# ---- sprite_draw_unit ----
sprite_draw_unit/layers.png
The bar under the picture is 50 um long. Only two layers are drawn.
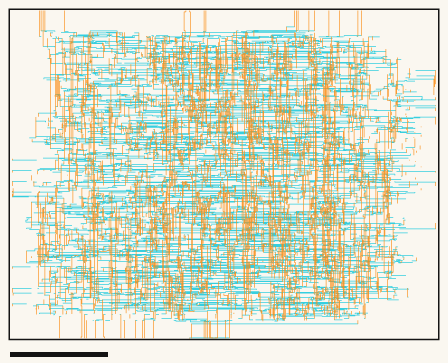

==> config.mk <==
export PLATFORM = sky130hd
export DESIGN_NAME = sprite_draw_unit
export DESIGN_NICKNAME = d
export VERILOG_FILES = /design/src/rtl/sprite_draw_unit.sv
export SDC_FILE = /design/constraint.sdc
export NUM_CORES = 1
export LEC_CHECK = 0
export ABC_AREA = 1
export CAP_MARGIN = 0
export CORE_ASPECT_RATIO = 0.75
export CORE_MARGIN = 8
export CORE_UTILIZATION = 49
export CTS_BUF_LIST = sky130_fd_sc_hd__clkbuf_8
export DETAILED_ROUTE_END_ITERATION = 8
export PLACE_DENSITY_LB_ADDON = 0.12
export SYNTH_ARGS = -nofsm -noshare
export SYNTH_HDL_FRONTEND = slang
export SYNTH_SLANG_ARGS = --single-unit
export TNS_END_PERCENT = 50
==> constraint.sdc <==
create_clock -name clk -period 11.2 [get_ports clk]
set_clock_uncertainty 0.05 [all_clocks]
set_input_delay 2.8 -clock clk [delete_from_list [all_inputs] [get_ports clk]]
set_output_delay 2.8 -clock clk [all_outputs]
set_load 0.02 [all_outputs]
==> src/rtl/sprite_draw_unit.sv <==
// Sprite overlay stage: per-pixel hit test against frame-latched descriptors,
// sprite-memory addressing, transparency keying and sync delay matched to the colour path.
module sprite_draw_unit #(
  parameter int          SPRITE_SIZE = 32,
  parameter int          SLOTS       = 4,
  parameter int          ADDR_WIDTH  = 12,
  parameter int          IDX_WIDTH   = 2,
  parameter logic [11:0] TRANSPARENT = 12'hF0F
) (
  input  logic                  clk,
  input  logic                  reset,
  input  logic                  video_enable,
  input  logic [10:0]           pixel_x,
  input  logic [9:0]            pixel_y,
  input  logic                  hsync_in,
  input  logic                  vsync_in,
  input  logic                  reg_write,
  input  logic [1:0]            reg_slot,
  input  logic [10:0]           reg_x,
  input  logic [9:0]            reg_y,
  input  logic [IDX_WIDTH-1:0]  reg_index,
  input  logic                  reg_enable,
  output logic [ADDR_WIDTH-1:0] mem_addr,
  input  logic [11:0]           mem_data,
  output logic [2:0]            VGA_R,
  output logic [2:0]            VGA_G,
  output logic [2:0]            VGA_B,
  output logic                  hsync,
  output logic                  vsync
);

  localparam int          LOG2   = $clog2(SPRITE_SIZE);
  localparam int          SEL_W  = (SLOTS > 1) ? $clog2(SLOTS) : 1;
  localparam int          FULL_W = IDX_WIDTH + 2 * LOG2;
  localparam logic [11:0] EDGE   = 12'(SPRITE_SIZE - 1);

  logic [10:0]          r_stg_x   [SLOTS];
  logic [9:0]           r_stg_y   [SLOTS];
  logic [IDX_WIDTH-1:0] r_stg_idx [SLOTS];
  logic [SLOTS-1:0]     r_stg_en;
  logic [10:0]          r_act_x   [SLOTS];
  logic [9:0]           r_act_y   [SLOTS];
  logic [IDX_WIDTH-1:0] r_act_idx [SLOTS];
  logic [SLOTS-1:0]     r_act_en;

  logic [10:0]          w_eff_x   [SLOTS];
  logic [9:0]           w_eff_y   [SLOTS];
  logic [IDX_WIDTH-1:0] w_eff_idx [SLOTS];
  logic [SLOTS-1:0]     w_eff_en;
  logic [LOG2-1:0]      w_off_x   [SLOTS];
  logic [LOG2-1:0]      w_off_y   [SLOTS];
  logic [SLOTS-1:0]     w_slot_hit;

  logic                 w_frame_start;
  logic                 w_hit;
  logic [SEL_W-1:0]     w_sel;
  logic [FULL_W-1:0]    w_addr_full;

  logic [ADDR_WIDTH-1:0] r_addr_p0;
  logic                  r_vld_p0;
  logic                  r_hs_p0;
  logic                  r_vs_p0;
  logic [8:0]            r_rgb_p1;
  logic                  r_hs_p1;
  logic                  r_vs_p1;

  function automatic logic [8:0] pix_colour(input logic [11:0] word, input logic vld);
    if (vld && (word != TRANSPARENT))
      return {word[11:9], word[7:5], word[3:1]};
    return 9'd0;
  endfunction

  assign w_frame_start = (pixel_x == 11'd0) && (pixel_y == 10'd0);

  always_ff @(posedge clk or posedge reset) begin
    if (reset) begin
      r_stg_en <= '0;
      r_act_en <= '0;
      for (int s = 0; s < SLOTS; s++) begin
        r_stg_x[s]   <= '0;
        r_stg_y[s]   <= '0;
        r_stg_idx[s] <= '0;
        r_act_x[s]   <= '0;
        r_act_y[s]   <= '0;
        r_act_idx[s] <= '0;
      end
    end else begin
      for (int s = 0; s < SLOTS; s++) begin
        // Active copy takes the pre-write staging value, so a coincident write waits a frame.
        if (w_frame_start) begin
          r_act_x[s]   <= r_stg_x[s];
          r_act_y[s]   <= r_stg_y[s];
          r_act_idx[s] <= r_stg_idx[s];
          r_act_en[s]  <= r_stg_en[s];
        end
        if (reg_write && (reg_slot == 2'(s))) begin
          r_stg_x[s]   <= reg_x;
          r_stg_y[s]   <= reg_y;
          r_stg_idx[s] <= reg_index;
          r_stg_en[s]  <= reg_enable;
        end
      end
    end
  end

  // Pixel (0,0) already sees the descriptors being latched on that cycle.
  for (genvar s = 0; s < SLOTS; s++) begin : g_slot
    assign w_eff_x[s]   = w_frame_start ? r_stg_x[s]   : r_act_x[s];
    assign w_eff_y[s]   = w_frame_start ? r_stg_y[s]   : r_act_y[s];
    assign w_eff_idx[s] = w_frame_start ? r_stg_idx[s] : r_act_idx[s];
    assign w_eff_en[s]  = w_frame_start ? r_stg_en[s]  : r_act_en[s];
    assign w_off_x[s]   = LOG2'(pixel_x - w_eff_x[s]);
    assign w_off_y[s]   = LOG2'(pixel_y - w_eff_y[s]);
    assign w_slot_hit[s] = w_eff_en[s] && video_enable &&
                           ({1'b0, pixel_x} >= {1'b0, w_eff_x[s]}) &&
                           ({1'b0, pixel_x} <= ({1'b0, w_eff_x[s]} + EDGE)) &&
                           ({2'b0, pixel_y} >= {2'b0, w_eff_y[s]}) &&
                           ({2'b0, pixel_y} <= ({2'b0, w_eff_y[s]} + EDGE));
  end

  always_comb begin
    w_hit = 1'b0;
    w_sel = '0;
    for (int s = SLOTS - 1; s >= 0; s--) begin
      if (w_slot_hit[s]) begin
        w_hit = 1'b1;
        w_sel = SEL_W'(s);
      end
    end
  end

  assign w_addr_full = {w_eff_idx[w_sel], w_off_y[w_sel], w_off_x[w_sel]};

  // Stage 0 -> 1: address and hit flag registered; address holds between hits.
  always_ff @(posedge clk or posedge reset) begin
    if (reset) begin
      r_addr_p0 <= '0;
      r_vld_p0  <= 1'b0;
      r_hs_p0   <= 1'b0;
      r_vs_p0   <= 1'b0;
    end else begin
      if (w_hit)
        r_addr_p0 <= ADDR_WIDTH'(w_addr_full);
      r_vld_p0 <= w_hit;
      r_hs_p0  <= hsync_in;
      r_vs_p0  <= vsync_in;
    end
  end

  // Stage 1 -> 2: memory word keyed and registered as RGB, sync follows.
  always_ff @(posedge clk or posedge reset) begin
    if (reset) begin
      r_rgb_p1 <= '0;
      r_hs_p1  <= 1'b0;
      r_vs_p1  <= 1'b0;
    end else begin
      r_rgb_p1 <= pix_colour(mem_data, r_vld_p0);
      r_hs_p1  <= r_hs_p0;
      r_vs_p1  <= r_vs_p0;
    end
  end

  assign mem_addr = r_addr_p0;
  assign VGA_R    = r_rgb_p1[8:6];
  assign VGA_G    = r_rgb_p1[5:3];
  assign VGA_B    = r_rgb_p1[2:0];
  assign hsync    = r_hs_p1;
  assign vsync    = r_vs_p1;

endmodule

# ---- cnn_window_gen ----
$ cat src/rtl/cnn_window_gen.sv
// Purpose: sliding KYxKX window generator for the convolution front end (line buffers + window regs).
// Latency: 1 clk from the pixel that completes a window to o_ot_valid.
// Backpressure: none; consumer is always ready, input gaps (i_in_valid=0) freeze all state.
//
// Ports:
//   clk, reset_n            clock, synchronous active-low reset
//   i_in_valid, i_in_pixel  raster-ordered pixel stream (col fastest), gaps allowed
//   o_ot_valid, o_ot_fmap   full window strobe; element (y,x) at [(y*KX+x)*I_F_BW +: I_F_BW],
//                           y=0 oldest row, x=0 oldest column
//   o_frame_done            pulses together with the last window of a frame
module cnn_window_gen #(
    parameter int KX     = 5,
    parameter int KY     = 5,
    parameter int I_F_BW = 8,
    parameter int IW     = 28,
    parameter int IH     = 28
) (
    input  logic                       clk,
    input  logic                       reset_n,
    input  logic                       i_in_valid,
    input  logic [I_F_BW-1:0]          i_in_pixel,
    output logic                       o_ot_valid,
    output logic [KX*KY*I_F_BW-1:0]    o_ot_fmap,
    output logic                       o_frame_done
);

    localparam int CW = (IW > 1) ? $clog2(IW) : 1;
    localparam int RW = (IH > 1) ? $clog2(IH) : 1;

    localparam logic [CW-1:0] COL_LAST = CW'(IW - 1);
    localparam logic [CW-1:0] COL_EMIT = CW'(KX - 1);
    localparam logic [RW-1:0] ROW_LAST = RW'(IH - 1);
    localparam logic [RW-1:0] ROW_EMIT = RW'(KY - 1);

    typedef enum logic [1:0] {
        S_IDLE = 2'd0,
        S_FILL = 2'd1,
        S_RUN  = 2'd2
    } state_t;

    state_t            state_q, state_d;
    logic [CW-1:0]     col_q, col_d;
    logic [RW-1:0]     row_q, row_d;
    logic              valid_q, valid_d;
    logic              done_q, done_d;
    logic              last_px;

    // Line buffer y holds the row that is (KY-1-y) rows above the current one.
    logic [I_F_BW-1:0] lb_q  [KY-1][IW];
    logic [I_F_BW-1:0] win_q [KY][KX];
    // Column entering the right edge of the window on an accepted pixel.
    logic [I_F_BW-1:0] col_new [KY];

    always_comb begin
        for (int y = 0; y < KY - 1; y++) begin
            col_new[y] = lb_q[y][col_q];
        end
        col_new[KY-1] = i_in_pixel;
    end

    // Counters, emit decision and frame FSM.
    always_comb begin
        state_d = state_q;
        col_d   = col_q;
        row_d   = row_q;
        valid_d = 1'b0;
        done_d  = 1'b0;
        last_px = (row_q == ROW_LAST) && (col_q == COL_LAST);

        if (i_in_valid) begin
            // Windows never straddle a row: the first KX-1 columns only refill.
            valid_d = (row_q >= ROW_EMIT) && (col_q >= COL_EMIT);

            if (col_q == COL_LAST) begin
                col_d = '0;
                row_d = last_px ? '0 : row_q + 1'b1;
            end else begin
                col_d = col_q + 1'b1;
            end

            case (state_q)
                S_IDLE: state_d = S_FILL;
                S_FILL: begin
                    if ((row_q == ROW_EMIT) && (col_q == '0)) begin
                        state_d = S_RUN;
                    end
                end
                S_RUN: begin
                    if (last_px) begin
                        state_d = S_IDLE;
                        done_d  = 1'b1;
                    end
                end
                default: state_d = S_IDLE;
            endcase
        end
    end

    always_ff @(posedge clk) begin
        if (!reset_n) begin
            state_q <= S_IDLE;
            col_q   <= '0;
            row_q   <= '0;
            valid_q <= 1'b0;
            done_q  <= 1'b0;
            for (int y = 0; y < KY; y++) begin
                for (int x = 0; x < KX; x++) begin
                    win_q[y][x] <= '0;
                end
            end
        end else begin
            state_q <= state_d;
            col_q   <= col_d;
            row_q   <= row_d;
            valid_q <= valid_d;
            done_q  <= done_d;
            if (i_in_valid) begin
                for (int y = 0; y < KY; y++) begin
                    for (int x = 0; x < KX - 1; x++) begin
                        win_q[y][x] <= win_q[y][x+1];
                    end
                    win_q[y][KX-1] <= col_new[y];
                end
            end
        end
    end

    // Line-buffer storage is not reset: rows from a previous frame are only
    // read while row < KY-1, where the emit rule suppresses output anyway.
    always_ff @(posedge clk) begin
        if (reset_n && i_in_valid) begin
            for (int y = 0; y < KY - 2; y++) begin
                lb_q[y][col_q] <= lb_q[y+1][col_q];
            end
            lb_q[KY-2][col_q] <= i_in_pixel;
        end
    end

    always_comb begin
        o_ot_fmap = '0;
        for (int y = 0; y < KY; y++) begin
            for (int x = 0; x < KX; x++) begin
                o_ot_fmap[(y*KX+x)*I_F_BW +: I_F_BW] = win_q[y][x];
            end
        end
    end

    assign o_ot_valid   = valid_q;
    assign o_frame_done = done_q;

endmodule

$ cat config.mk
export PLATFORM = sky130hd
export DESIGN_NAME = cnn_window_gen
export DESIGN_NICKNAME = d
export VERILOG_FILES = /design/src/rtl/cnn_window_gen.sv
export SDC_FILE = /design/constraint.sdc
export NUM_CORES = 1
export LEC_CHECK = 0
export ABC_AREA = 1
export CAP_MARGIN = 20
export CORE_ASPECT_RATIO = 1.4
export CORE_MARGIN = 1.5
export CORE_UTILIZATION = 23
export DETAILED_ROUTE_END_ITERATION = 6
export SKIP_LAST_GASP = 1
export SYNTH_ARGS = -nofsm -noshare
export SYNTH_HDL_FRONTEND = slang
export SYNTH_SLANG_ARGS = --single-unit
export TNS_END_PERCENT = 100
$ cat constraint.sdc
create_clock -name clk -period 6.98 [get_ports clk]
set_input_delay 0.698 -clock clk [delete_from_list [all_inputs] [get_ports clk]]
set_output_delay 0.698 -clock clk [all_outputs]
set_load 0.01 [all_outputs]
# ---- exotiny_wb_arb ----
## src/rtl/exotiny_wb_arb.sv

```systemverilog
// exotiny_wb_arb: round-robin arbiter sharing one Wishbone slave between two masters.
// Define EXOTINY_ARB_TIMEOUT_EN to build the no-ack watchdog (limit = TIMEOUT cycles).
module exotiny_wb_arb #(
  parameter int AW      = 32,
  parameter int TIMEOUT = 255
) (
  input  logic          clk_i,
  input  logic          rst_i,
  input  logic          m0_stb_i,
  input  logic          m0_we_i,
  input  logic [AW-1:0] m0_adr_i,
  input  logic [31:0]   m0_wdat_i,
  input  logic [3:0]    m0_sel_i,
  output logic [31:0]   m0_rdat_o,
  output logic          m0_ack_o,
  input  logic          m1_stb_i,
  input  logic          m1_we_i,
  input  logic [AW-1:0] m1_adr_i,
  input  logic [31:0]   m1_wdat_i,
  input  logic [3:0]    m1_sel_i,
  output logic [31:0]   m1_rdat_o,
  output logic          m1_ack_o,
  output logic          s_stb_o,
  output logic          s_we_o,
  output logic [AW-1:0] s_adr_o,
  output logic [31:0]   s_wdat_o,
  output logic [3:0]    s_sel_o,
  input  logic [31:0]   s_rdat_i,
  input  logic          s_ack_i,
  output logic [1:0]    gnt_o,
  output logic          tout_o
);

  typedef enum logic [1:0] {
    IDLE = 2'd0,
    GNT0 = 2'd1,
    GNT1 = 2'd2
  } state_t;

  state_t state;
  state_t state_nxt;
  // rr = 1 means m1 wins the next tie
  logic   rr;
  logic   rr_nxt;
  logic   mstb;
  logic   tout;

  assign mstb = (state == GNT0) ? m0_stb_i :
                (state == GNT1) ? m1_stb_i : 1'b0;

`ifdef EXOTINY_ARB_TIMEOUT_EN
  logic [15:0] cnt;

  // Watchdog: counts unacknowledged cycles of the current grant
  always_ff @(posedge clk_i) begin
    if (rst_i || state == IDLE) begin
      cnt <= '0;
    end else if (!s_ack_i) begin
      cnt <= cnt + 16'd1;
    end
  end

  // A real ack in the limit cycle wins over the abort
  assign tout = mstb && !s_ack_i &&
                (cnt == 16'(TIMEOUT));
`else
  logic unused_timeout;

  assign unused_timeout = |16'(TIMEOUT);
  assign tout = 1'b0;
`endif

  // Grant state and round-robin pointer
  always_ff @(posedge clk_i) begin
    if (rst_i) begin
      state <= IDLE;
      rr    <= 1'b0;
    end else begin
      state <= state_nxt;
      rr    <= rr_nxt;
    end
  end

  // Arbitration: grant held until ack, abort or watchdog
  always_comb begin
    state_nxt = state;
    rr_nxt    = rr;
    unique case (state)
      IDLE: begin
        if (m0_stb_i && m1_stb_i) begin
          state_nxt = rr ? GNT1 : GNT0;
        end else if (m0_stb_i) begin
          state_nxt = GNT0;
        end else if (m1_stb_i) begin
          state_nxt = GNT1;
        end
      end
      GNT0: begin
        if (!m0_stb_i) begin
          state_nxt = IDLE;
        end else if (s_ack_i || tout) begin
          state_nxt = IDLE;
          rr_nxt    = 1'b1;
        end
      end
      GNT1: begin
        if (!m1_stb_i) begin
          state_nxt = IDLE;
        end else if (s_ack_i || tout) begin
          state_nxt = IDLE;
          rr_nxt    = 1'b0;
        end
      end
      default: state_nxt = IDLE;
    endcase
  end

  // Bus steering: slave side from the owner, ack/rdat back to it only
  always_comb begin
    s_stb_o   = 1'b0;
    s_we_o    = 1'b0;
    s_adr_o   = '0;
    s_wdat_o  = '0;
    s_sel_o   = '0;
    m0_ack_o  = 1'b0;
    m0_rdat_o = '0;
    m1_ack_o  = 1'b0;
    m1_rdat_o = '0;
    unique case (state)
      GNT0: begin
        s_stb_o   = m0_stb_i && !tout;
        s_we_o    = m0_we_i;
        s_adr_o   = m0_adr_i;
        s_wdat_o  = m0_wdat_i;
        s_sel_o   = m0_sel_i;
        m0_ack_o  = s_ack_i || tout;
        m0_rdat_o = tout ? 32'h0 : s_rdat_i;
      end
      GNT1: begin
        s_stb_o   = m1_stb_i && !tout;
        s_we_o    = m1_we_i;
        s_adr_o   = m1_adr_i;
        s_wdat_o  = m1_wdat_i;
        s_sel_o   = m1_sel_i;
        m1_ack_o  = s_ack_i || tout;
        m1_rdat_o = tout ? 32'h0 : s_rdat_i;
      end
      default: ;
    endcase
  end

  assign gnt_o  = {state == GNT1, state == GNT0};
  assign tout_o = tout;

endmodule
```

## config.mk

```make
export PLATFORM = sky130hd
export DESIGN_NAME = exotiny_wb_arb
export DESIGN_NICKNAME = d
export VERILOG_FILES = /design/src/rtl/exotiny_wb_arb.sv
export SDC_FILE = /design/constraint.sdc
export NUM_CORES = 1
export LEC_CHECK = 0
export ABC_AREA = 0
export CAP_MARGIN = 10
export CORE_AREA = 8 8 116 118
export CTS_CLUSTER_SIZE = 25
export DETAILED_ROUTE_END_ITERATION = 10
export DIE_AREA = 0 0 124 126
export GPL_TIMING_DRIVEN = 0
export SETUP_SLACK_MARGIN = 0.4
export SLEW_MARGIN = 20
export SYNTH_ARGS = -nofsm -noshare
export SYNTH_HDL_FRONTEND = slang
export SYNTH_SLANG_ARGS = --single-unit
```

## constraint.sdc

```tcl
create_clock -name clk_i -period 3.3 [get_ports clk_i]
set_input_delay 0.495 -clock clk_i [delete_from_list [all_inputs] [get_ports clk_i]]
set_output_delay 0.495 -clock clk_i [all_outputs]
set_load 0.05 [all_outputs]
```


==> layout pictures side by side <==
The metal 2 layer.
panel A
The bar under the picture is 50 um long.
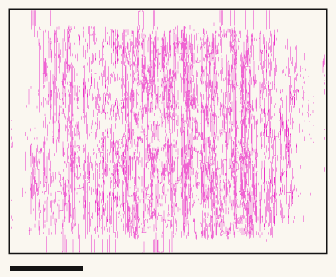
panel B
The bar under the picture is 100 um long.
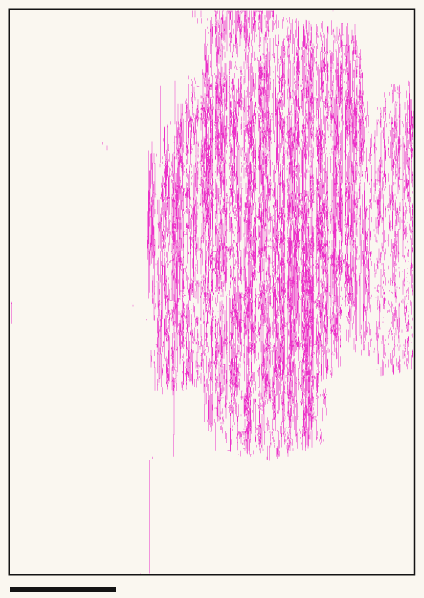
panel C
The bar under the picture is 20 um long.
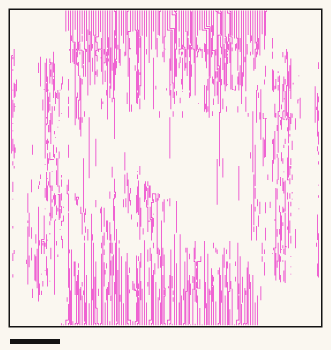
panel A: sprite_draw_unit
panel C: exotiny_wb_arb
panel B: cnn_window_gen

Key to panel B:
share of all routed wire: 51%
nets with wire on the layer: 3117

exotiny_wb_arb/floorplan.png
The bar under the picture is 20 um long. Pins as bars on the die edge.
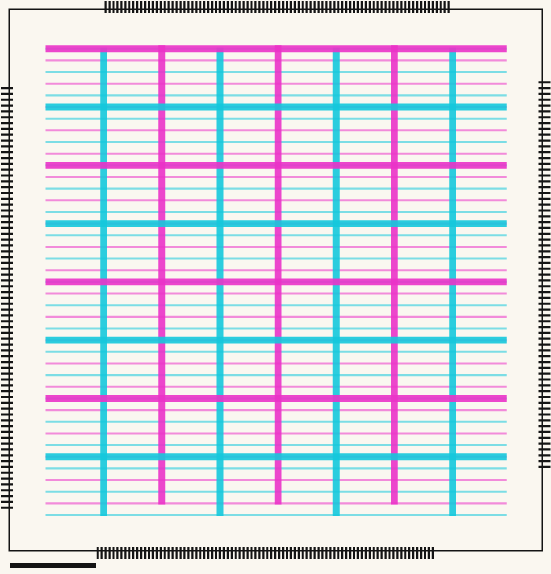
legend:
  cyan:
    net: VSS
  magenta:
    net: VDD
met5 straps: 8
met4 straps: 7

==> flow report, exotiny_wb_arb <==
========================================================================
CTS tree                                                           built
Area of the mapped netlist                                      1820 um2
Min-Delay Startpoint                                        state[0]$_SDFFE_PP0P_
Slew Viols, Final                                                      0
Share of the yosys chip area belonging to registers                3.31%
Leftover overflow at the end of global routing                         0
Part of the total power dissipated in combinational logic          79.5%
Number of DRC violations after detailed routing                        0
Mapped Avg Cell Area                                            6.86 um2
Nature of the critical path startpoint                          register
Post-detailed-route count of antenna-violating nets                    0
P&R area growth vs syn                                              183%
Commonest Layout Cell                                             sky130_fd_sc_hd__clkdlybuf4s50_1
Clock period minus worst slack                                   2.80 ns
Share of cells above drive strength 1                              8.95%
Ys cells                                                             265
Post-DR wirelength/cell                                          18.2 um
Status                                                      finished clean
Final Hold Vio Count                                                   0
Stage delay of the slowest cell on the critical path             0.55 ns
Hold depth                                                             2
Post-synth EDFFs                                                       0
Die Span X                                                        124 um
Worst-path fanout max                                                 10
Fill count                                                          1229
Total Routing Usage GR                                             15.6%
Vias after detailed routing                                         3219
Fraction of registers with async set/reset                            0%
Leakage power total                                              2.81 nW
Start-to-end type of the worst setup path                   register to primary output
Number of maximum-capacitance violations                               0
Switching power as a share of total power                          48.1%
Critical path, cell by cell                                 inv_1 -> ha_1 -> clkbuf_1 -> nor2b_1 -> dlygate4sd2_1
Worst-Margin Slew                                               0.578 ns
========================================================================
## exotiny_wb_arb: final cells by class
class / count / area [um2] / share of cell area, %
buffer: 32 / 174 / 3.39
tap: 147 / 184 / 3.58
multi-input combinational: 227 / 1570 / 30.6
clock buffer: 4 / 78.8 / 1.53
inverter: 3 / 11.3 / 0.219
timing repair buffer: 312 / 3060 / 59.5
sequential: 3 / 60.1 / 1.17
## exotiny_wb_arb: stage by stage
step / hold WS (ns) / setup slack [ns] / cells / utilization [%]
floorplan: 0.504 / 0.660 / 265 / -
global placement: 0.535 / 0.407 / 724 / 43.8
detailed placement: 0.568 / 0.420 / 724 / 43.8
CTS: 0.573 / 0.401 / 728 / 43.5
global route: 0.596 / 0.401 / 728 / 43.9
finish: 0.567 / 0.502 / 728 / 43.9
## exotiny_wb_arb: logic make-up (layout without fill, tap and decap cells)
logic type	Yosys count	in the layout	share of synthesized area (%)
other	1	1	0.206
flip-flops	3	3	3.31
adder cells (fa/ha/maj)	5	5	3.44
multiplexers	1	1	0.551
buffers and inverters	35	351	10.2
AND-OR/OR-AND	77	77	32.9
AND/OR/NAND/NOR	143	143	49.5
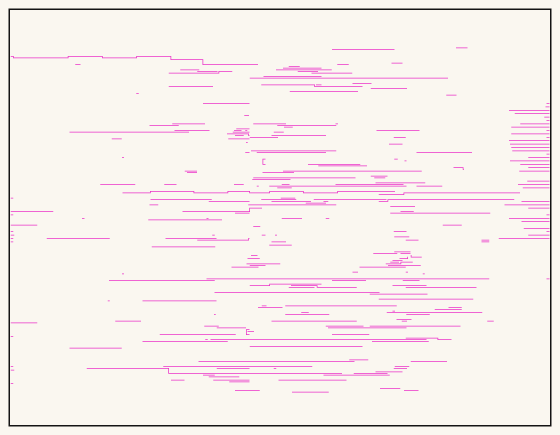
sprite_draw_unit/m3.png
longest straight run: 114 um
share of all routed wire: 8.6%
nets with wire on the layer: 190

sprite_draw_unit/floorplan.png
The bar under the picture is 50 um long. Pins as bars on the die edge.
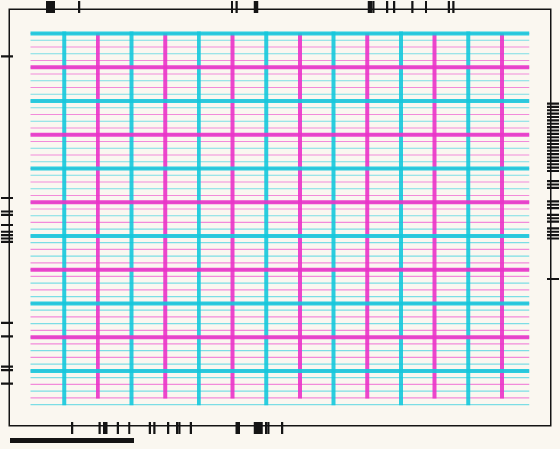
legend:
  magenta:
    net: VDD
  cyan:
    net: VSS
met5 straps: 11
met1 rails: 56
rows: 55
signal pins: 88
placeable core region: 30100 um2
Die Y-Extent: 167 um
worst ir drop on vdd: 0.0910 mV

Notes on sprite_draw_unit/layers.png above:
legend:
  orange:
    layer: M2
    wire_length: 16400 um
  cyan:
    layer: M1
    wire_length: 22.5 mm
vias after detailed routing: 12800
Total Routing Usage GR: 23.8%
total wirelength of the detailed-routed design: 43500 um
post-DR wirelength/cell: 18.1 um

==> flow report, sprite_draw_unit <==
===============================================================================
Slowest-stage cell, CP                                             sky130_fd_sc_hd__clkdlybuf4s50_1
Count of clock tree sinks                                                   218
Min-Delay Startpoint                                               r_vs_p0$_DFF_PP0_
Via count of the first global-routing pass                                12100
RSZ-0062 raised after global routing                                         no
Distinct cells, synth                                                        48
Worst-Margin Slew                                                       1.12 ns
Clock period minus worst slack                                          9.08 ns
Hold crit path type                                                register to register
Slew Limit Headroom                                                       25.1%
Data-path buffer share of cell area in the final layout                   6.05%
Number of H-tree levels                                                       2
Post-CTS repair timing setup buffer count                                     0
Fraction of area in registers                                             32.2%
Port-buffer cells                                                            87
Relative area of clock buffers and inverters in the final design          4.30%
Most frequent cells in the layout                                  sky130_fd_sc_hd__nand2_1 (477), sky130_fd_sc_hd__inv_1 (267), sky130_fd_sc_hd__dfrtp_1 (218)
Number of signal-net buffers in the layout                                  104
Number of DRC violations after detailed-routing iteration 0                1124
Hold endpoint                                                      vsync$_DFF_PP0_
Clock transition at path regs                                           0.06 ns
Largest registers ranked by flip-flop count                        r_act_x: 44 flops, r_stg_x: 44 flops
Biggest area consumer among cell classes                           multi-input combinational cells
Status                                                             finished clean
P&R area growth vs syn                                                    13.2%
===============================================================================
[sprite_draw_unit: logic make-up (layout without fill, tap and decap cells)]
group | Yosys count | count (layout) | synth area share, %
muxes | 1 | 1 | 0.0670
xor gates and xnor gates | 89 | 89 | 5.22
DFF | 218 | 218 | 36.5
adders and majority gates | 180 | 180 | 15.5
AOI/OAI and AO/OA | 317 | 317 | 12.3
and+or+nand+nor | 764 | 764 | 21.8
buffers and inverters | 317 | 436 | 8.65
[sprite_draw_unit: worst max-delay path: cells and delay by family]
kind                       cells  cell delay (ns)
xor gates and xnor gates       1             0.17
and+or+nand+nor               20             3.66
buffers and inverters          5             2.11
AOI/OAI and AO/OA              1             0.15
adders and majority gates      2             0.58
[sprite_draw_unit: layer usage]
metal  global-route usage, %  part of all wire [%]
met1                    37.9                    52
met2                    31.6                    38
met3                    5.28                   8.6
met4                    5.55                   2.0
met5                       0                     0
[sprite_draw_unit: power by group]
part | switching [mW] | total (mW) | internal [mW]
clock | 0.332 | 0.714 | 0.381
sequential | 0.0347 | 0.879 | 0.844
combinational | 0.156 | 0.246 | 0.0903
cnn_window_gen/layers.png
The bar under the picture is 100 um long. Only two layers are drawn.
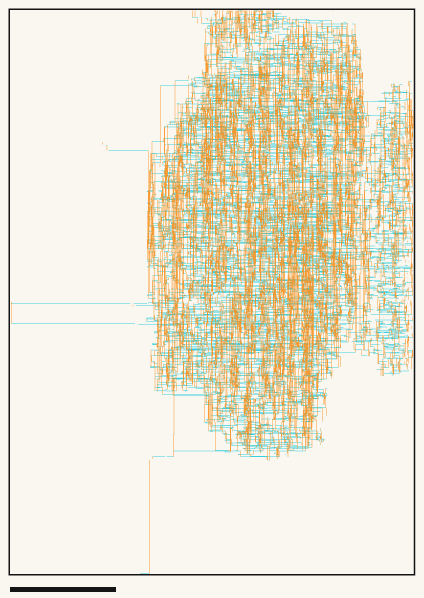
legend:
  orange:
    layer: M2
    wire_length: 61.5 mm
  cyan:
    layer: M1
    wire_length: 48.5 mm

cnn_window_gen/floorplan.png
The bar under the picture is 100 um long. Pins as bars on the die edge.
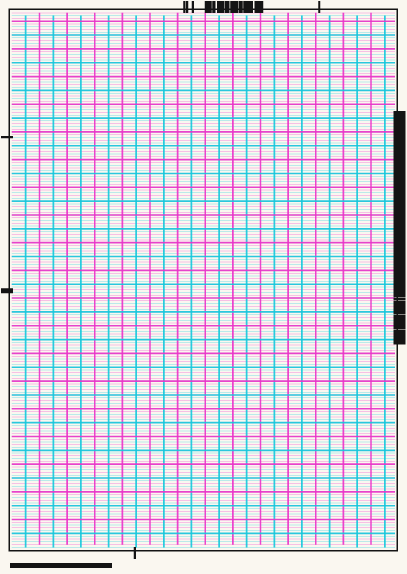
legend:
  magenta:
    net: VDD
  cyan:
    net: VSS
met5 straps: 38
met1 rails: 194
signal pins: 213
rows: 193
worst ir drop on vdd: 0.221 mV
placeable core region: 198000 um2
Die Span X: 380 um
Die Y-Extent: 531 um

==> flow report, cnn_window_gen <==
===============================================================================
Status                                                             finished clean
Hold crit path type                                                register to register
Number of DRC violations after detailed-routing iteration 0                2657
Number of warnings in the stage logs                                         44
Combinational gate area                                                9550 um2
Ys cells                                                                   4138
Fraction of area in registers                                             61.0%
Data-path buffer share of cell area in the final layout                   5.23%
Library cell with the largest summed area after synthesis          sky130_fd_sc_hd__edfxtp_1
Clock Tree Root                                                    sky130_fd_sc_hd__clkbuf_16
Highest achievable clock rate                                         0.240 GHz
Footprint of the flip-flops and latches                               33200 um2
Number of maximum-capacitance violations                                      0
Synthesized netlist cell count                                             4138
Final-stage net count                                                      4338
Clock transition at path regs                                           0.07 ns
Chip area                                                            201000 um2
Fin util                                                                  27.5%
Post-DR wirelength/cell                                                 17.3 um
Placed instance area                                                  50900 um2
Most frequent cells in the layout                                  sky130_fd_sc_hd__edfxtp_1 (1096), sky130_fd_sc_hd__nand2_1 (997), sky130_fd_sc_hd__nor2_1 (642)
Hold depth                                                                    1
Number of clock buffers in the layout                                       125
Max Root-Sink Buffers                                                         3
Drt via density                                                            4.18
Commonest Layout Cell                                                    sky130_fd_sc_hd__edfxtp_1
Relative area of clock buffers and inverters in the final design          6.16%
Top cell type by instance count after synthesis                    sky130_fd_sc_hd__edfxtp_1
Dominant register cell in the synthesized netlist                  sky130_fd_sc_hd__edfxtp_1
Number of signal-net buffers in the layout                                  279
Area of the mapped netlist                                            45700 um2
Fill count                                                                20400
Count of clock tree sinks                                                  1110
Mapped Avg Cell Area                                                   11.0 um2
Post-synth EDFFs                                                           1096
RSZ-0062 raised after global routing                                         no
===============================================================================
-- cnn_window_gen: how the worst max path moves through the flow --
| stage | from | endpoint | slack, ns | depth (start not counted) |
|---|---|---|---|---|
| final | col_q[1]$_SDFFE_PN0P_ | lb_q[2][196]$_DFFE_PP_ | 2.82 | 8 |
| after global routing | col_q[0]$_SDFFE_PN0P_ | lb_q[2][42]$_DFFE_PP_ | 2.66 | 6 |
| after global placement | reset_n | lb_q[2][42]$_DFFE_PP_ | 2.81 | 6 |
| after detailed placement | reset_n | lb_q[3][42]$_DFFE_PP_ | 2.76 | 6 |
| after floorplan | i_in_valid | win_q[0][0]$_SDFFCE_PN0P_ | 1.35 | 2 |
| after CTS | col_q[0]$_SDFFE_PN0P_ | lb_q[2][42]$_DFFE_PP_ | 2.80 | 6 |
-- cnn_window_gen: power breakdown --
part	internal, mW	total (mW)	switching (mW)	leakage [nW]
logic	0.362	1.21	0.846	8.58
clock network	3.19	5.68	2.49	1.63
registers	7.59	7.66	0.0694	10.4
-- cnn_window_gen: registers in the layout, summed over array words and instances, names as in the netlist --
signal,cells
row_q,5
col_q,5
o_ot_valid,1
state_q,2
o_frame_done,1
lb_q,896
win_q,200

# ---- alu_div_sequencer ----
alu_div_sequencer/layers.png
The bar under the picture is 50 um long. Only two layers are drawn.
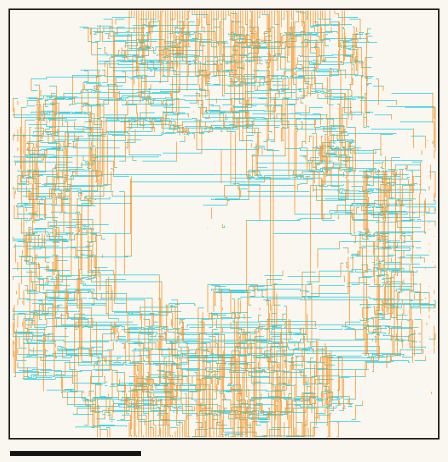

===== src/rtl/alu_div_sequencer.sv =====
// -----------------------------------------------------------------------------
// alu_div_sequencer
//   Drives an external combinational ALU through a 32-step restoring unsigned
//   division, one iteration per clock. Each step subtracts the divisor from the
//   shifted partial remainder. Quotient bits come back through the ALU DI->DO
//   shift chain.
//
// Ports
//   clk, rst_n          clock (rising edge) and synchronous active-low reset
//   start               request a division (sampled only in IDLE)
//   dividend, divisor   operands, captured when start is accepted
//   busy                high while iterating (RUN)
//   done                one-cycle pulse when the results are valid
//   quotient, remainder results, held until the next accepted start
//   div_by_zero         raised with done when the divisor was 0
//   alu_a/b/di/inst/ci/firstcyc   ALU operand and control outputs
//   alu_z, alu_do, alu_flags      ALU result, shift-chain output and flags
// -----------------------------------------------------------------------------
module alu_div_sequencer #(
    parameter logic [3:0] SUB_INST = 4'h1,
    parameter logic       SUB_CI   = 1'b1,
    parameter int         STEPS    = 32
) (
    input  logic        clk,
    input  logic        rst_n,
    input  logic        start,
    input  logic [31:0] dividend,
    input  logic [31:0] divisor,
    output logic        busy,
    output logic        done,
    output logic [31:0] quotient,
    output logic [31:0] remainder,
    output logic        div_by_zero,
    output logic [31:0] alu_a,
    output logic [31:0] alu_b,
    output logic [31:0] alu_di,
    output logic [3:0]  alu_inst,
    output logic        alu_ci,
    output logic        alu_firstcyc,
    input  logic [31:0] alu_z,
    input  logic [31:0] alu_do,
    input  logic [3:0]  alu_flags
);

    typedef enum logic [1:0] {
        IDLE = 2'd0,
        RUN  = 2'd1,
        DONE = 2'd2
    } state_t;

    localparam logic [5:0] LAST_STEP = 6'(STEPS - 1);

    state_t      state_q, state_d;
    logic [31:0] rem_q, rem_d;
    logic [31:0] q_q, q_d;
    logic [31:0] dvs_q, dvs_d;
    logic [5:0]  cnt_q, cnt_d;
    logic        busy_q, busy_d;
    logic        done_q, done_d;
    logic        dbz_q, dbz_d;
    logic [31:0] quot_q, quot_d;
    logic [31:0] remo_q, remo_d;

    logic [31:0] rs_s;
    logic        take_s;
    logic [31:0] rem_nx_s;
    logic [31:0] q_nx_s;
    logic        unused_alu_s;

    // Zero/ovf flags and the DO carry bit are not needed; q takes its own LSB.
    assign unused_alu_s = ^{alu_flags[3:2], alu_flags[0], alu_do[0]};

    // One restoring step: shift remainder, trial subtract through the ALU.
    // A set rem MSB means the 33-bit shifted value exceeds any divisor, so the
    // subtract is taken regardless of the ALU carry and alu_z is exact mod 2^32.
    assign rs_s     = {rem_q[30:0], q_q[31]};
    assign take_s   = rem_q[31] | alu_flags[1];
    assign rem_nx_s = take_s ? alu_z : rs_s;
    assign q_nx_s   = {alu_do[31:1], take_s};

    // State and datapath registers with synchronous active-low reset.
    always_ff @(posedge clk) begin
        if (!rst_n) begin
            state_q <= IDLE;
            rem_q   <= 32'd0;
            q_q     <= 32'd0;
            dvs_q   <= 32'd0;
            cnt_q   <= 6'd0;
            busy_q  <= 1'b0;
            done_q  <= 1'b0;
            dbz_q   <= 1'b0;
            quot_q  <= 32'd0;
            remo_q  <= 32'd0;
        end else begin
            state_q <= state_d;
            rem_q   <= rem_d;
            q_q     <= q_d;
            dvs_q   <= dvs_d;
            cnt_q   <= cnt_d;
            busy_q  <= busy_d;
            done_q  <= done_d;
            dbz_q   <= dbz_d;
            quot_q  <= quot_d;
            remo_q  <= remo_d;
        end
    end

    // Next-state logic.
    always_comb begin
        state_d = state_q;
        case (state_q)
            IDLE: begin
                if (start && (divisor != 32'd0)) begin
                    state_d = RUN;
                end else begin
                    state_d = IDLE;
                end
            end
            RUN: begin
                if (cnt_q == LAST_STEP) begin
                    state_d = DONE;
                end else begin
                    state_d = RUN;
                end
            end
            DONE:    state_d = IDLE;
            default: state_d = IDLE;
        endcase
    end

    // Datapath and registered-output next values.
    always_comb begin
        rem_d  = rem_q;
        q_d    = q_q;
        dvs_d  = dvs_q;
        cnt_d  = cnt_q;
        dbz_d  = dbz_q;
        quot_d = quot_q;
        remo_d = remo_q;
        done_d = 1'b0;
        busy_d = (state_d == RUN);
        case (state_q)
            IDLE: begin
                if (start && (divisor != 32'd0)) begin
                    rem_d = 32'd0;
                    q_d   = dividend;
                    dvs_d = divisor;
                    cnt_d = 6'd0;
                    dbz_d = 1'b0;
                end else if (start) begin
                    // Divide by zero completes immediately without iterating.
                    quot_d = 32'hFFFF_FFFF;
                    remo_d = dividend;
                    dbz_d  = 1'b1;
                    done_d = 1'b1;
                end else begin
                    done_d = 1'b0;
                end
            end
            RUN: begin
                rem_d = rem_nx_s;
                q_d   = q_nx_s;
                cnt_d = cnt_q + 6'd1;
                if (cnt_q == LAST_STEP) begin
                    quot_d = q_nx_s;
                    remo_d = rem_nx_s;
                end else begin
                    quot_d = quot_q;
                end
            end
            DONE:    done_d = 1'b1;
            default: done_d = 1'b0;
        endcase
    end

    // ALU drive: live operands only while iterating, idle values otherwise.
    always_comb begin
        alu_a        = 32'd0;
        alu_b        = 32'd0;
        alu_di       = 32'd0;
        alu_inst     = SUB_INST;
        alu_ci       = SUB_CI;
        alu_firstcyc = 1'b0;
        if (state_q == RUN) begin
            alu_a        = rs_s;
            alu_b        = dvs_q;
            alu_di       = q_q;
            alu_firstcyc = (cnt_q == 6'd0);
        end else begin
            alu_firstcyc = 1'b0;
        end
    end

    assign busy        = busy_q;
    assign done        = done_q;
    assign div_by_zero = dbz_q;
    assign quotient    = quot_q;
    assign remainder   = remo_q;

endmodule


===== config.mk =====
export PLATFORM = sky130hd
export DESIGN_NAME = alu_div_sequencer
export DESIGN_NICKNAME = d
export VERILOG_FILES = /design/src/rtl/alu_div_sequencer.sv
export SDC_FILE = /design/constraint.sdc
export NUM_CORES = 1
export LEC_CHECK = 0
export CAP_MARGIN = 25
export CORE_UTILIZATION = 30
export DETAILED_ROUTE_END_ITERATION = 8
export HOLD_SLACK_MARGIN = 0.08
export PLACE_DENSITY = 0.7
export SYNTH_ARGS = -nofsm -noshare
export SYNTH_HDL_FRONTEND = slang
export SYNTH_SLANG_ARGS = --single-unit

===== constraint.sdc =====
create_clock -name clk -period 6.1 [get_ports clk]
set_clock_uncertainty 0.2 [all_clocks]
set_input_delay 1.525 -clock clk [delete_from_list [all_inputs] [get_ports clk]]
set_output_delay 1.525 -clock clk [all_outputs]
set_load 0.02 [all_outputs]

# ---- tug_war_field ----
===== src/rtl/tug_war_pkg.sv =====
// Shared types for the tug-of-war playfield: FSM state and round-winner encodings.
package tug_war_pkg;

  typedef enum logic [1:0] {
    PLAY  = 2'd0,
    LWIN  = 2'd1,
    RWIN  = 2'd2,
    MATCH = 2'd3
  } state_e;

  typedef enum logic [1:0] {
    W_NONE  = 2'b00,
    W_LEFT  = 2'b01,
    W_RIGHT = 2'b10
  } winner_e;

endpackage


===== src/rtl/tug_input_cond.sv =====
// Key conditioner: 2-flop synchronizer followed by a rising-edge detector.
module tug_input_cond (
  input  logic clk,
  input  logic reset,
  input  logic key,
  output logic pulse
);

  logic sync1_q, sync2_q, prev_q;

  always_ff @(posedge clk) begin
    if (reset) begin
      sync1_q <= 1'b0;
      sync2_q <= 1'b0;
      prev_q  <= 1'b0;
    end else begin
      sync1_q <= key;
      sync2_q <= sync1_q;
      prev_q  <= sync2_q;
    end
  end

  assign pulse = sync2_q & ~prev_q;

endmodule


===== src/rtl/tug_war_field.sv =====
// Tug-of-war playfield: position register, one-hot light bar, round scores, match-over.
// Define TUG_WAR_FIELD_EDGE_DET_EN to synchronize and edge-detect the L/R keys.
module tug_war_field
  import tug_war_pkg::*;
#(
  parameter int unsigned NUM_LIGHTS = 9,
  parameter int unsigned SCORE_W    = 3,
  parameter int unsigned WIN_SCORE  = 7
) (
  input  logic                  clk,
  input  logic                  reset,
  input  logic                  L,
  input  logic                  R,
  input  logic                  next_round,
  output logic [NUM_LIGHTS-1:0] lights,
  output logic [1:0]            round_winner,
  output logic [SCORE_W-1:0]    left_score,
  output logic [SCORE_W-1:0]    right_score,
  output logic                  match_over
);

  localparam int unsigned PosW = $clog2(NUM_LIGHTS);
  localparam logic [PosW-1:0] Ctr = PosW'(NUM_LIGHTS / 2);
  localparam logic [PosW-1:0] PosMax = PosW'(NUM_LIGHTS - 1);
  localparam logic [SCORE_W-1:0] WinScore = SCORE_W'(WIN_SCORE);

  logic lp, rp;

`ifdef TUG_WAR_FIELD_EDGE_DET_EN
  tug_input_cond u_cond_l (
    .clk   (clk),
    .reset (reset),
    .key   (L),
    .pulse (lp)
  );

  tug_input_cond u_cond_r (
    .clk   (clk),
    .reset (reset),
    .key   (R),
    .pulse (rp)
  );
`else
  assign lp = L;
  assign rp = R;
`endif

  state_e             state_q, state_d;
  winner_e            winner_q, winner_d;
  logic [PosW-1:0]    pos_q, pos_d;
  logic [SCORE_W-1:0] left_score_q, left_score_d;
  logic [SCORE_W-1:0] right_score_q, right_score_d;

  // Simultaneous presses cancel.
  logic move_l, move_r;
  assign move_l = lp & ~rp;
  assign move_r = rp & ~lp;

  always_comb begin
    state_d       = state_q;
    winner_d      = winner_q;
    pos_d         = pos_q;
    left_score_d  = left_score_q;
    right_score_d = right_score_q;
    unique case (state_q)
      PLAY: begin
        if (move_l) begin
          if (pos_q == PosMax) begin
            left_score_d = left_score_q + 1'b1;
            winner_d     = W_LEFT;
            state_d      = (left_score_d == WinScore) ? MATCH : LWIN;
          end else begin
            pos_d = pos_q + 1'b1;
          end
        end else if (move_r) begin
          if (pos_q == '0) begin
            right_score_d = right_score_q + 1'b1;
            winner_d      = W_RIGHT;
            state_d       = (right_score_d == WinScore) ? MATCH : RWIN;
          end else begin
            pos_d = pos_q - 1'b1;
          end
        end
      end
      LWIN, RWIN: begin
        if (next_round) begin
          state_d  = PLAY;
          pos_d    = Ctr;
          winner_d = W_NONE;
        end
      end
      MATCH: begin
        // Terminal until reset; scores and winner frozen.
      end
      default: state_d = PLAY;
    endcase
  end

  always_ff @(posedge clk) begin
    if (reset) begin
      state_q       <= PLAY;
      winner_q      <= W_NONE;
      pos_q         <= Ctr;
      left_score_q  <= '0;
      right_score_q <= '0;
    end else begin
      state_q       <= state_d;
      winner_q      <= winner_d;
      pos_q         <= pos_d;
      left_score_q  <= left_score_d;
      right_score_q <= right_score_d;
    end
  end

  // Light bar is dark outside PLAY, so it can never be multi-hot.
  always_comb begin
    lights = '0;
    if (state_q == PLAY) begin
      lights[pos_q] = 1'b1;
    end
  end

  assign round_winner = winner_q;
  assign left_score   = left_score_q;
  assign right_score  = right_score_q;
  assign match_over   = (state_q == MATCH);

endmodule


===== config.mk =====
export PLATFORM = sky130hd
export DESIGN_NAME = tug_war_field
export DESIGN_NICKNAME = d
export VERILOG_FILES = /design/src/rtl/tug_war_pkg.sv /design/src/rtl/tug_input_cond.sv /design/src/rtl/tug_war_field.sv
export SDC_FILE = /design/constraint.sdc
export NUM_CORES = 1
export LEC_CHECK = 0
export CAP_MARGIN = 10
export CORE_UTILIZATION = 48
export DETAILED_ROUTE_END_ITERATION = 8
export PLACE_DENSITY_LB_ADDON = 0.12
export SLEW_MARGIN = 20
export SYNTH_ARGS = -nofsm -noshare
export SYNTH_HDL_FRONTEND = slang
export SYNTH_SLANG_ARGS = --single-unit

===== constraint.sdc =====
create_clock -name clk -period 2.5 [get_ports clk]
set_input_delay 0.5 -clock clk [delete_from_list [all_inputs] [get_ports clk]]
set_output_delay 0.5 -clock clk [all_outputs]
set_load 0.01 [all_outputs]


==> gallery <==
Clock wiring as the flow saved it.
picture 1
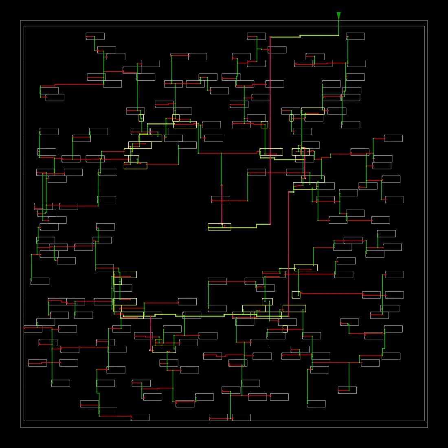
picture 2
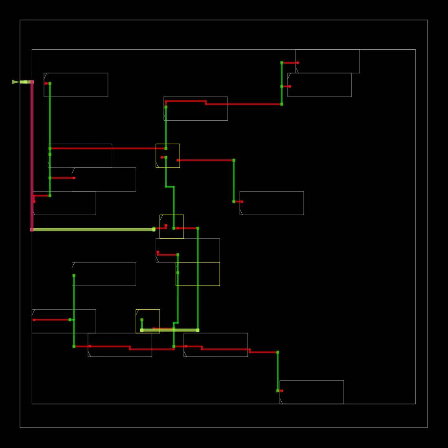
picture 2: tug_war_field
picture 1: alu_div_sequencer

alu_div_sequencer/m3.png
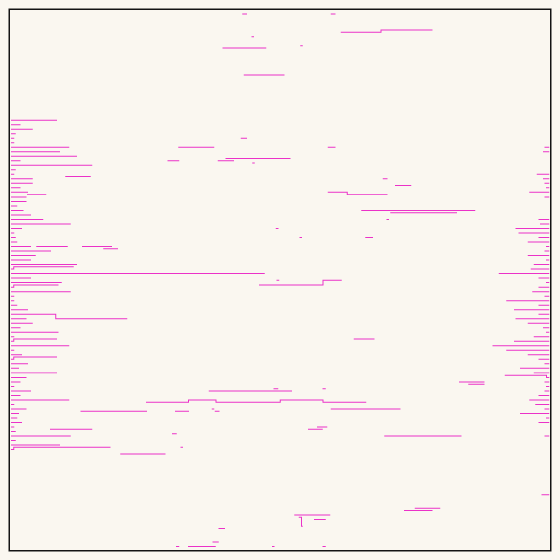
longest straight run: 76.1 um
share of all routed wire: 5.3%
main direction: horizontal
nets with wire on the layer: 164

About alu_div_sequencer/layers.png:
legend:
  orange:
    layer: M2
    wire_length: 12200 um
  cyan:
    layer: M1
    wire_length: 11900 um
total wirelength of the detailed-routed design: 26000 um
vias after detailed routing: 7402
Total Routing Usage GR: 19.2%
post-DR wirelength/cell: 17.8 um

==> flow report, alu_div_sequencer <==
===============================================================================
Power of the combinational group                                       0.407 mW
Biggest area consumer among cell classes                           multi-input combinational cells
Internal power component                                                1.92 mW
Synthesized netlist cell count                                              883
Stage delay of the slowest cell on the critical path                    0.64 ns
Number of buffers created by CTS                                             17
Maximum number of pins on one net before global-route repair                 82
Logic inverters                                                               3
Final Setup Violations                                                        0
Number of warnings reported in the yosys synthesis log                        0
Tapcell Cnt                                                                 330
Fin util                                                                  44.9%
Top area contributor share                                                44.2%
Placeable core region                                                 25300 um2
Worst ir drop on vdd                                                   0.147 mV
Complex Gates by Area                                                     24.4%
Relative area of clock buffers and inverters in the final design          4.99%
Top Ports                                                                   304
Clock Tree Root                                                    sky130_fd_sc_hd__clkbuf_16
Nature of the critical path startpoint                                 register
Distinct cells, synth                                                        40
Clock insertion delay at the later pin of the skew report               0.42 ns
Worst reg2reg setup slack                                               3.17 ns
Switching power as a share of total power                                 27.8%
Hold depth                                                                    2
Crit path required time                                                 4.38 ns
Power consumed by sequential cells                                      1.18 mW
Share of total power in sequential cells                                  44.5%
Main logic family after synthesis                                  AND-OR/OR-AND gates
Final-stage net count                                                      1255
Data-path buffer share of cell area in the final layout                   26.9%
Slowest-stage cell, CP                                             sky130_fd_sc_hd__clkdlybuf4s50_1
Most frequent cell on the critical path                            sky130_fd_sc_hd__buf_12
Antenna diode instance count                                                  2
Clock share of power                                                      40.1%
Status                                                             finished clean
===============================================================================
alu_div_sequencer: worst max path at each step:
stage                                       endpoint  slack (ns)  depth (start not counted)
after detailed placement   remainder[5]$_SDFFE_PN0P_        1.67                          7
final                                     alu_di[11]        1.46                          5
after global routing                      alu_di[12]        1.30                          5
after CTS                                 alu_di[12]        1.42                          5
after global placement    remainder[14]$_SDFFE_PN0P_        1.71                          7
after floorplan                         alu_firstcyc        2.62                          6
alu_div_sequencer: routing by layer:
| metal | vias up | routed length [um] | GRT usage (%) |
|---|---|---|---|
| met2 | 230 | 12200 | 30.6 |
| met1 | 3527 | 11900 | 25.2 |
| met3 | 32 | 1390 | 4.02 |
| met4 | 0 | 584 | 7.52 |
| li1 | 3613 | - | - |
| met5 | - | 0 | 0 |
alu_div_sequencer: sequential cells by signal (all words and copies together) (netlist names):
name         count
cnt_q            6
done             1
quotient        32
rem_q           32
remainder       32
dvs_q           32
q_q             32
div_by_zero      1
state_q          2
busy             1
tug_war_field/m3.png
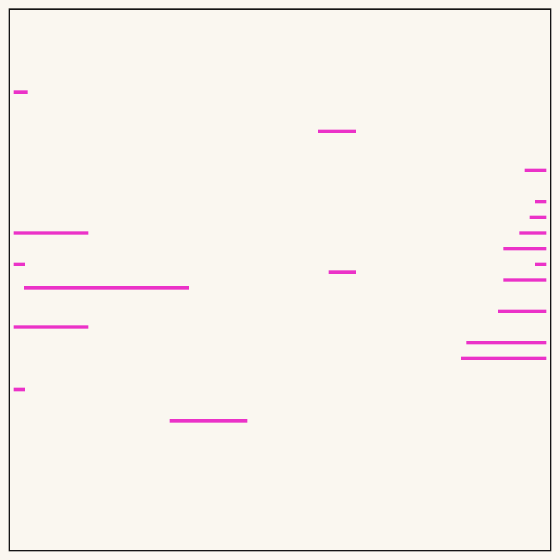
main direction: horizontal
wire length on this layer: 71.1 um
longest straight run: 14.0 um
nets with wire on the layer: 17

==> flow report, tug_war_field <==
==========================================================================
Status                                                        finished clean
Number of DRC violations after detailed-routing iteration 0             15
# placed instances                                                     161
Stage delay of the slowest cell on the critical path               0.54 ns
Post-route standard cell area excluding fillers                   1300 um2
Hold endpoint                                                 round_winner[1]$_SDFFE_PP0P_
Routability-driven placement congestion ratio                        0.735
Worst-path fanout max                                                    4
Total number of sequential cells                                        14
Highest achievable clock rate                                    0.414 GHz
Number of warnings in the stage logs                                    30
Slew Limit Headroom                                                  64.7%
RSZ-0062 raised after global routing                                    no
Slew Viols, Final                                                        0
Total of flip-flops plus latches after synthesis                        14
Hold buffer count at CTS                                                 0
Leakage power total                                               0.548 nW
Antenna diode instance count                                             0
Mapped Avg Cell Area                                              8.72 um2
Via count of the first global-routing pass                             791
Post-DR wirelength/cell                                            11.6 um
Fill count                                                             162
Min Hold Slack                                                    0.496 ns
Smallest setup slack after layout                                0.0851 ns
Post-route clock period utilization                                  96.6%
Power Density                                                   600 nW/um2
==========================================================================
tug_war_field: cell usage after synthesis (2+ instances only):
master | instances | area (um2)
sky130_fd_sc_hd__inv_1 | 9 | 33.8
sky130_fd_sc_hd__xor2_1 | 5 | 43.8
sky130_fd_sc_hd__ha_1 | 10 | 125
sky130_fd_sc_hd__dfxtp_1 | 14 | 280
sky130_fd_sc_hd__xnor2_1 | 4 | 35.0
sky130_fd_sc_hd__a21oi_1 | 6 | 30.0
sky130_fd_sc_hd__nand2_1 | 6 | 22.5
sky130_fd_sc_hd__mux2i_1 | 4 | 40.0
sky130_fd_sc_hd__nor2_1 | 17 | 63.8
sky130_fd_sc_hd__nand3b_1 | 2 | 15.0
sky130_fd_sc_hd__nor3_1 | 7 | 35.0
sky130_fd_sc_hd__nand2b_1 | 2 | 12.5
sky130_fd_sc_hd__nand3_1 | 2 | 10.0
sky130_fd_sc_hd__clkbuf_1 | 3 | 11.3
tug_war_field: per-layer routing:
metal  track usage [%]  share of wire [%]  vias up  wire length [um]
met1              27.0                 49      373               943
met5                 0                  0        -                 0
met2              35.3                 46       19               876
li1                  -                  -      433                 -
met3              2.69                3.7        4                71
met4              10.3                1.5        0                29


==> gallery <==
Clock wiring as the flow saved it.
shot_01.png
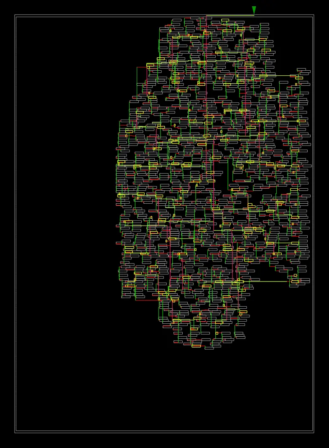
shot_02.png
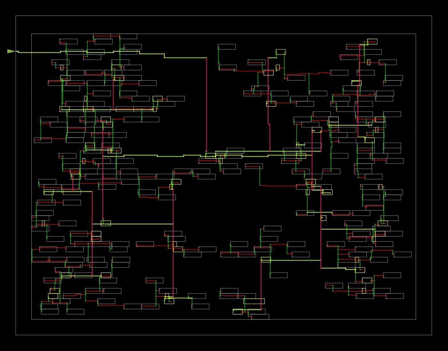
shot_03.png
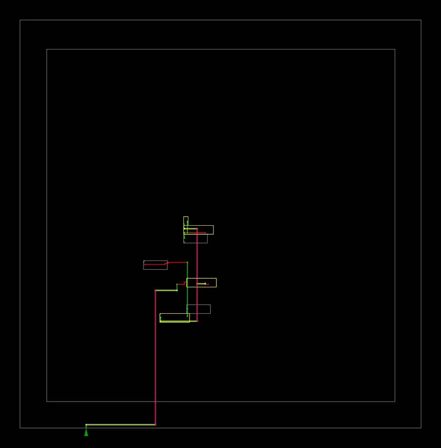
shot_03.png: exotiny_wb_arb
shot_01.png: cnn_window_gen
shot_02.png: sprite_draw_unit
- most sequential cells: shot_01.png
- most clock buffers: shot_01.png

Power figures rest on the tool's default switching activity, not on a simulated workload.
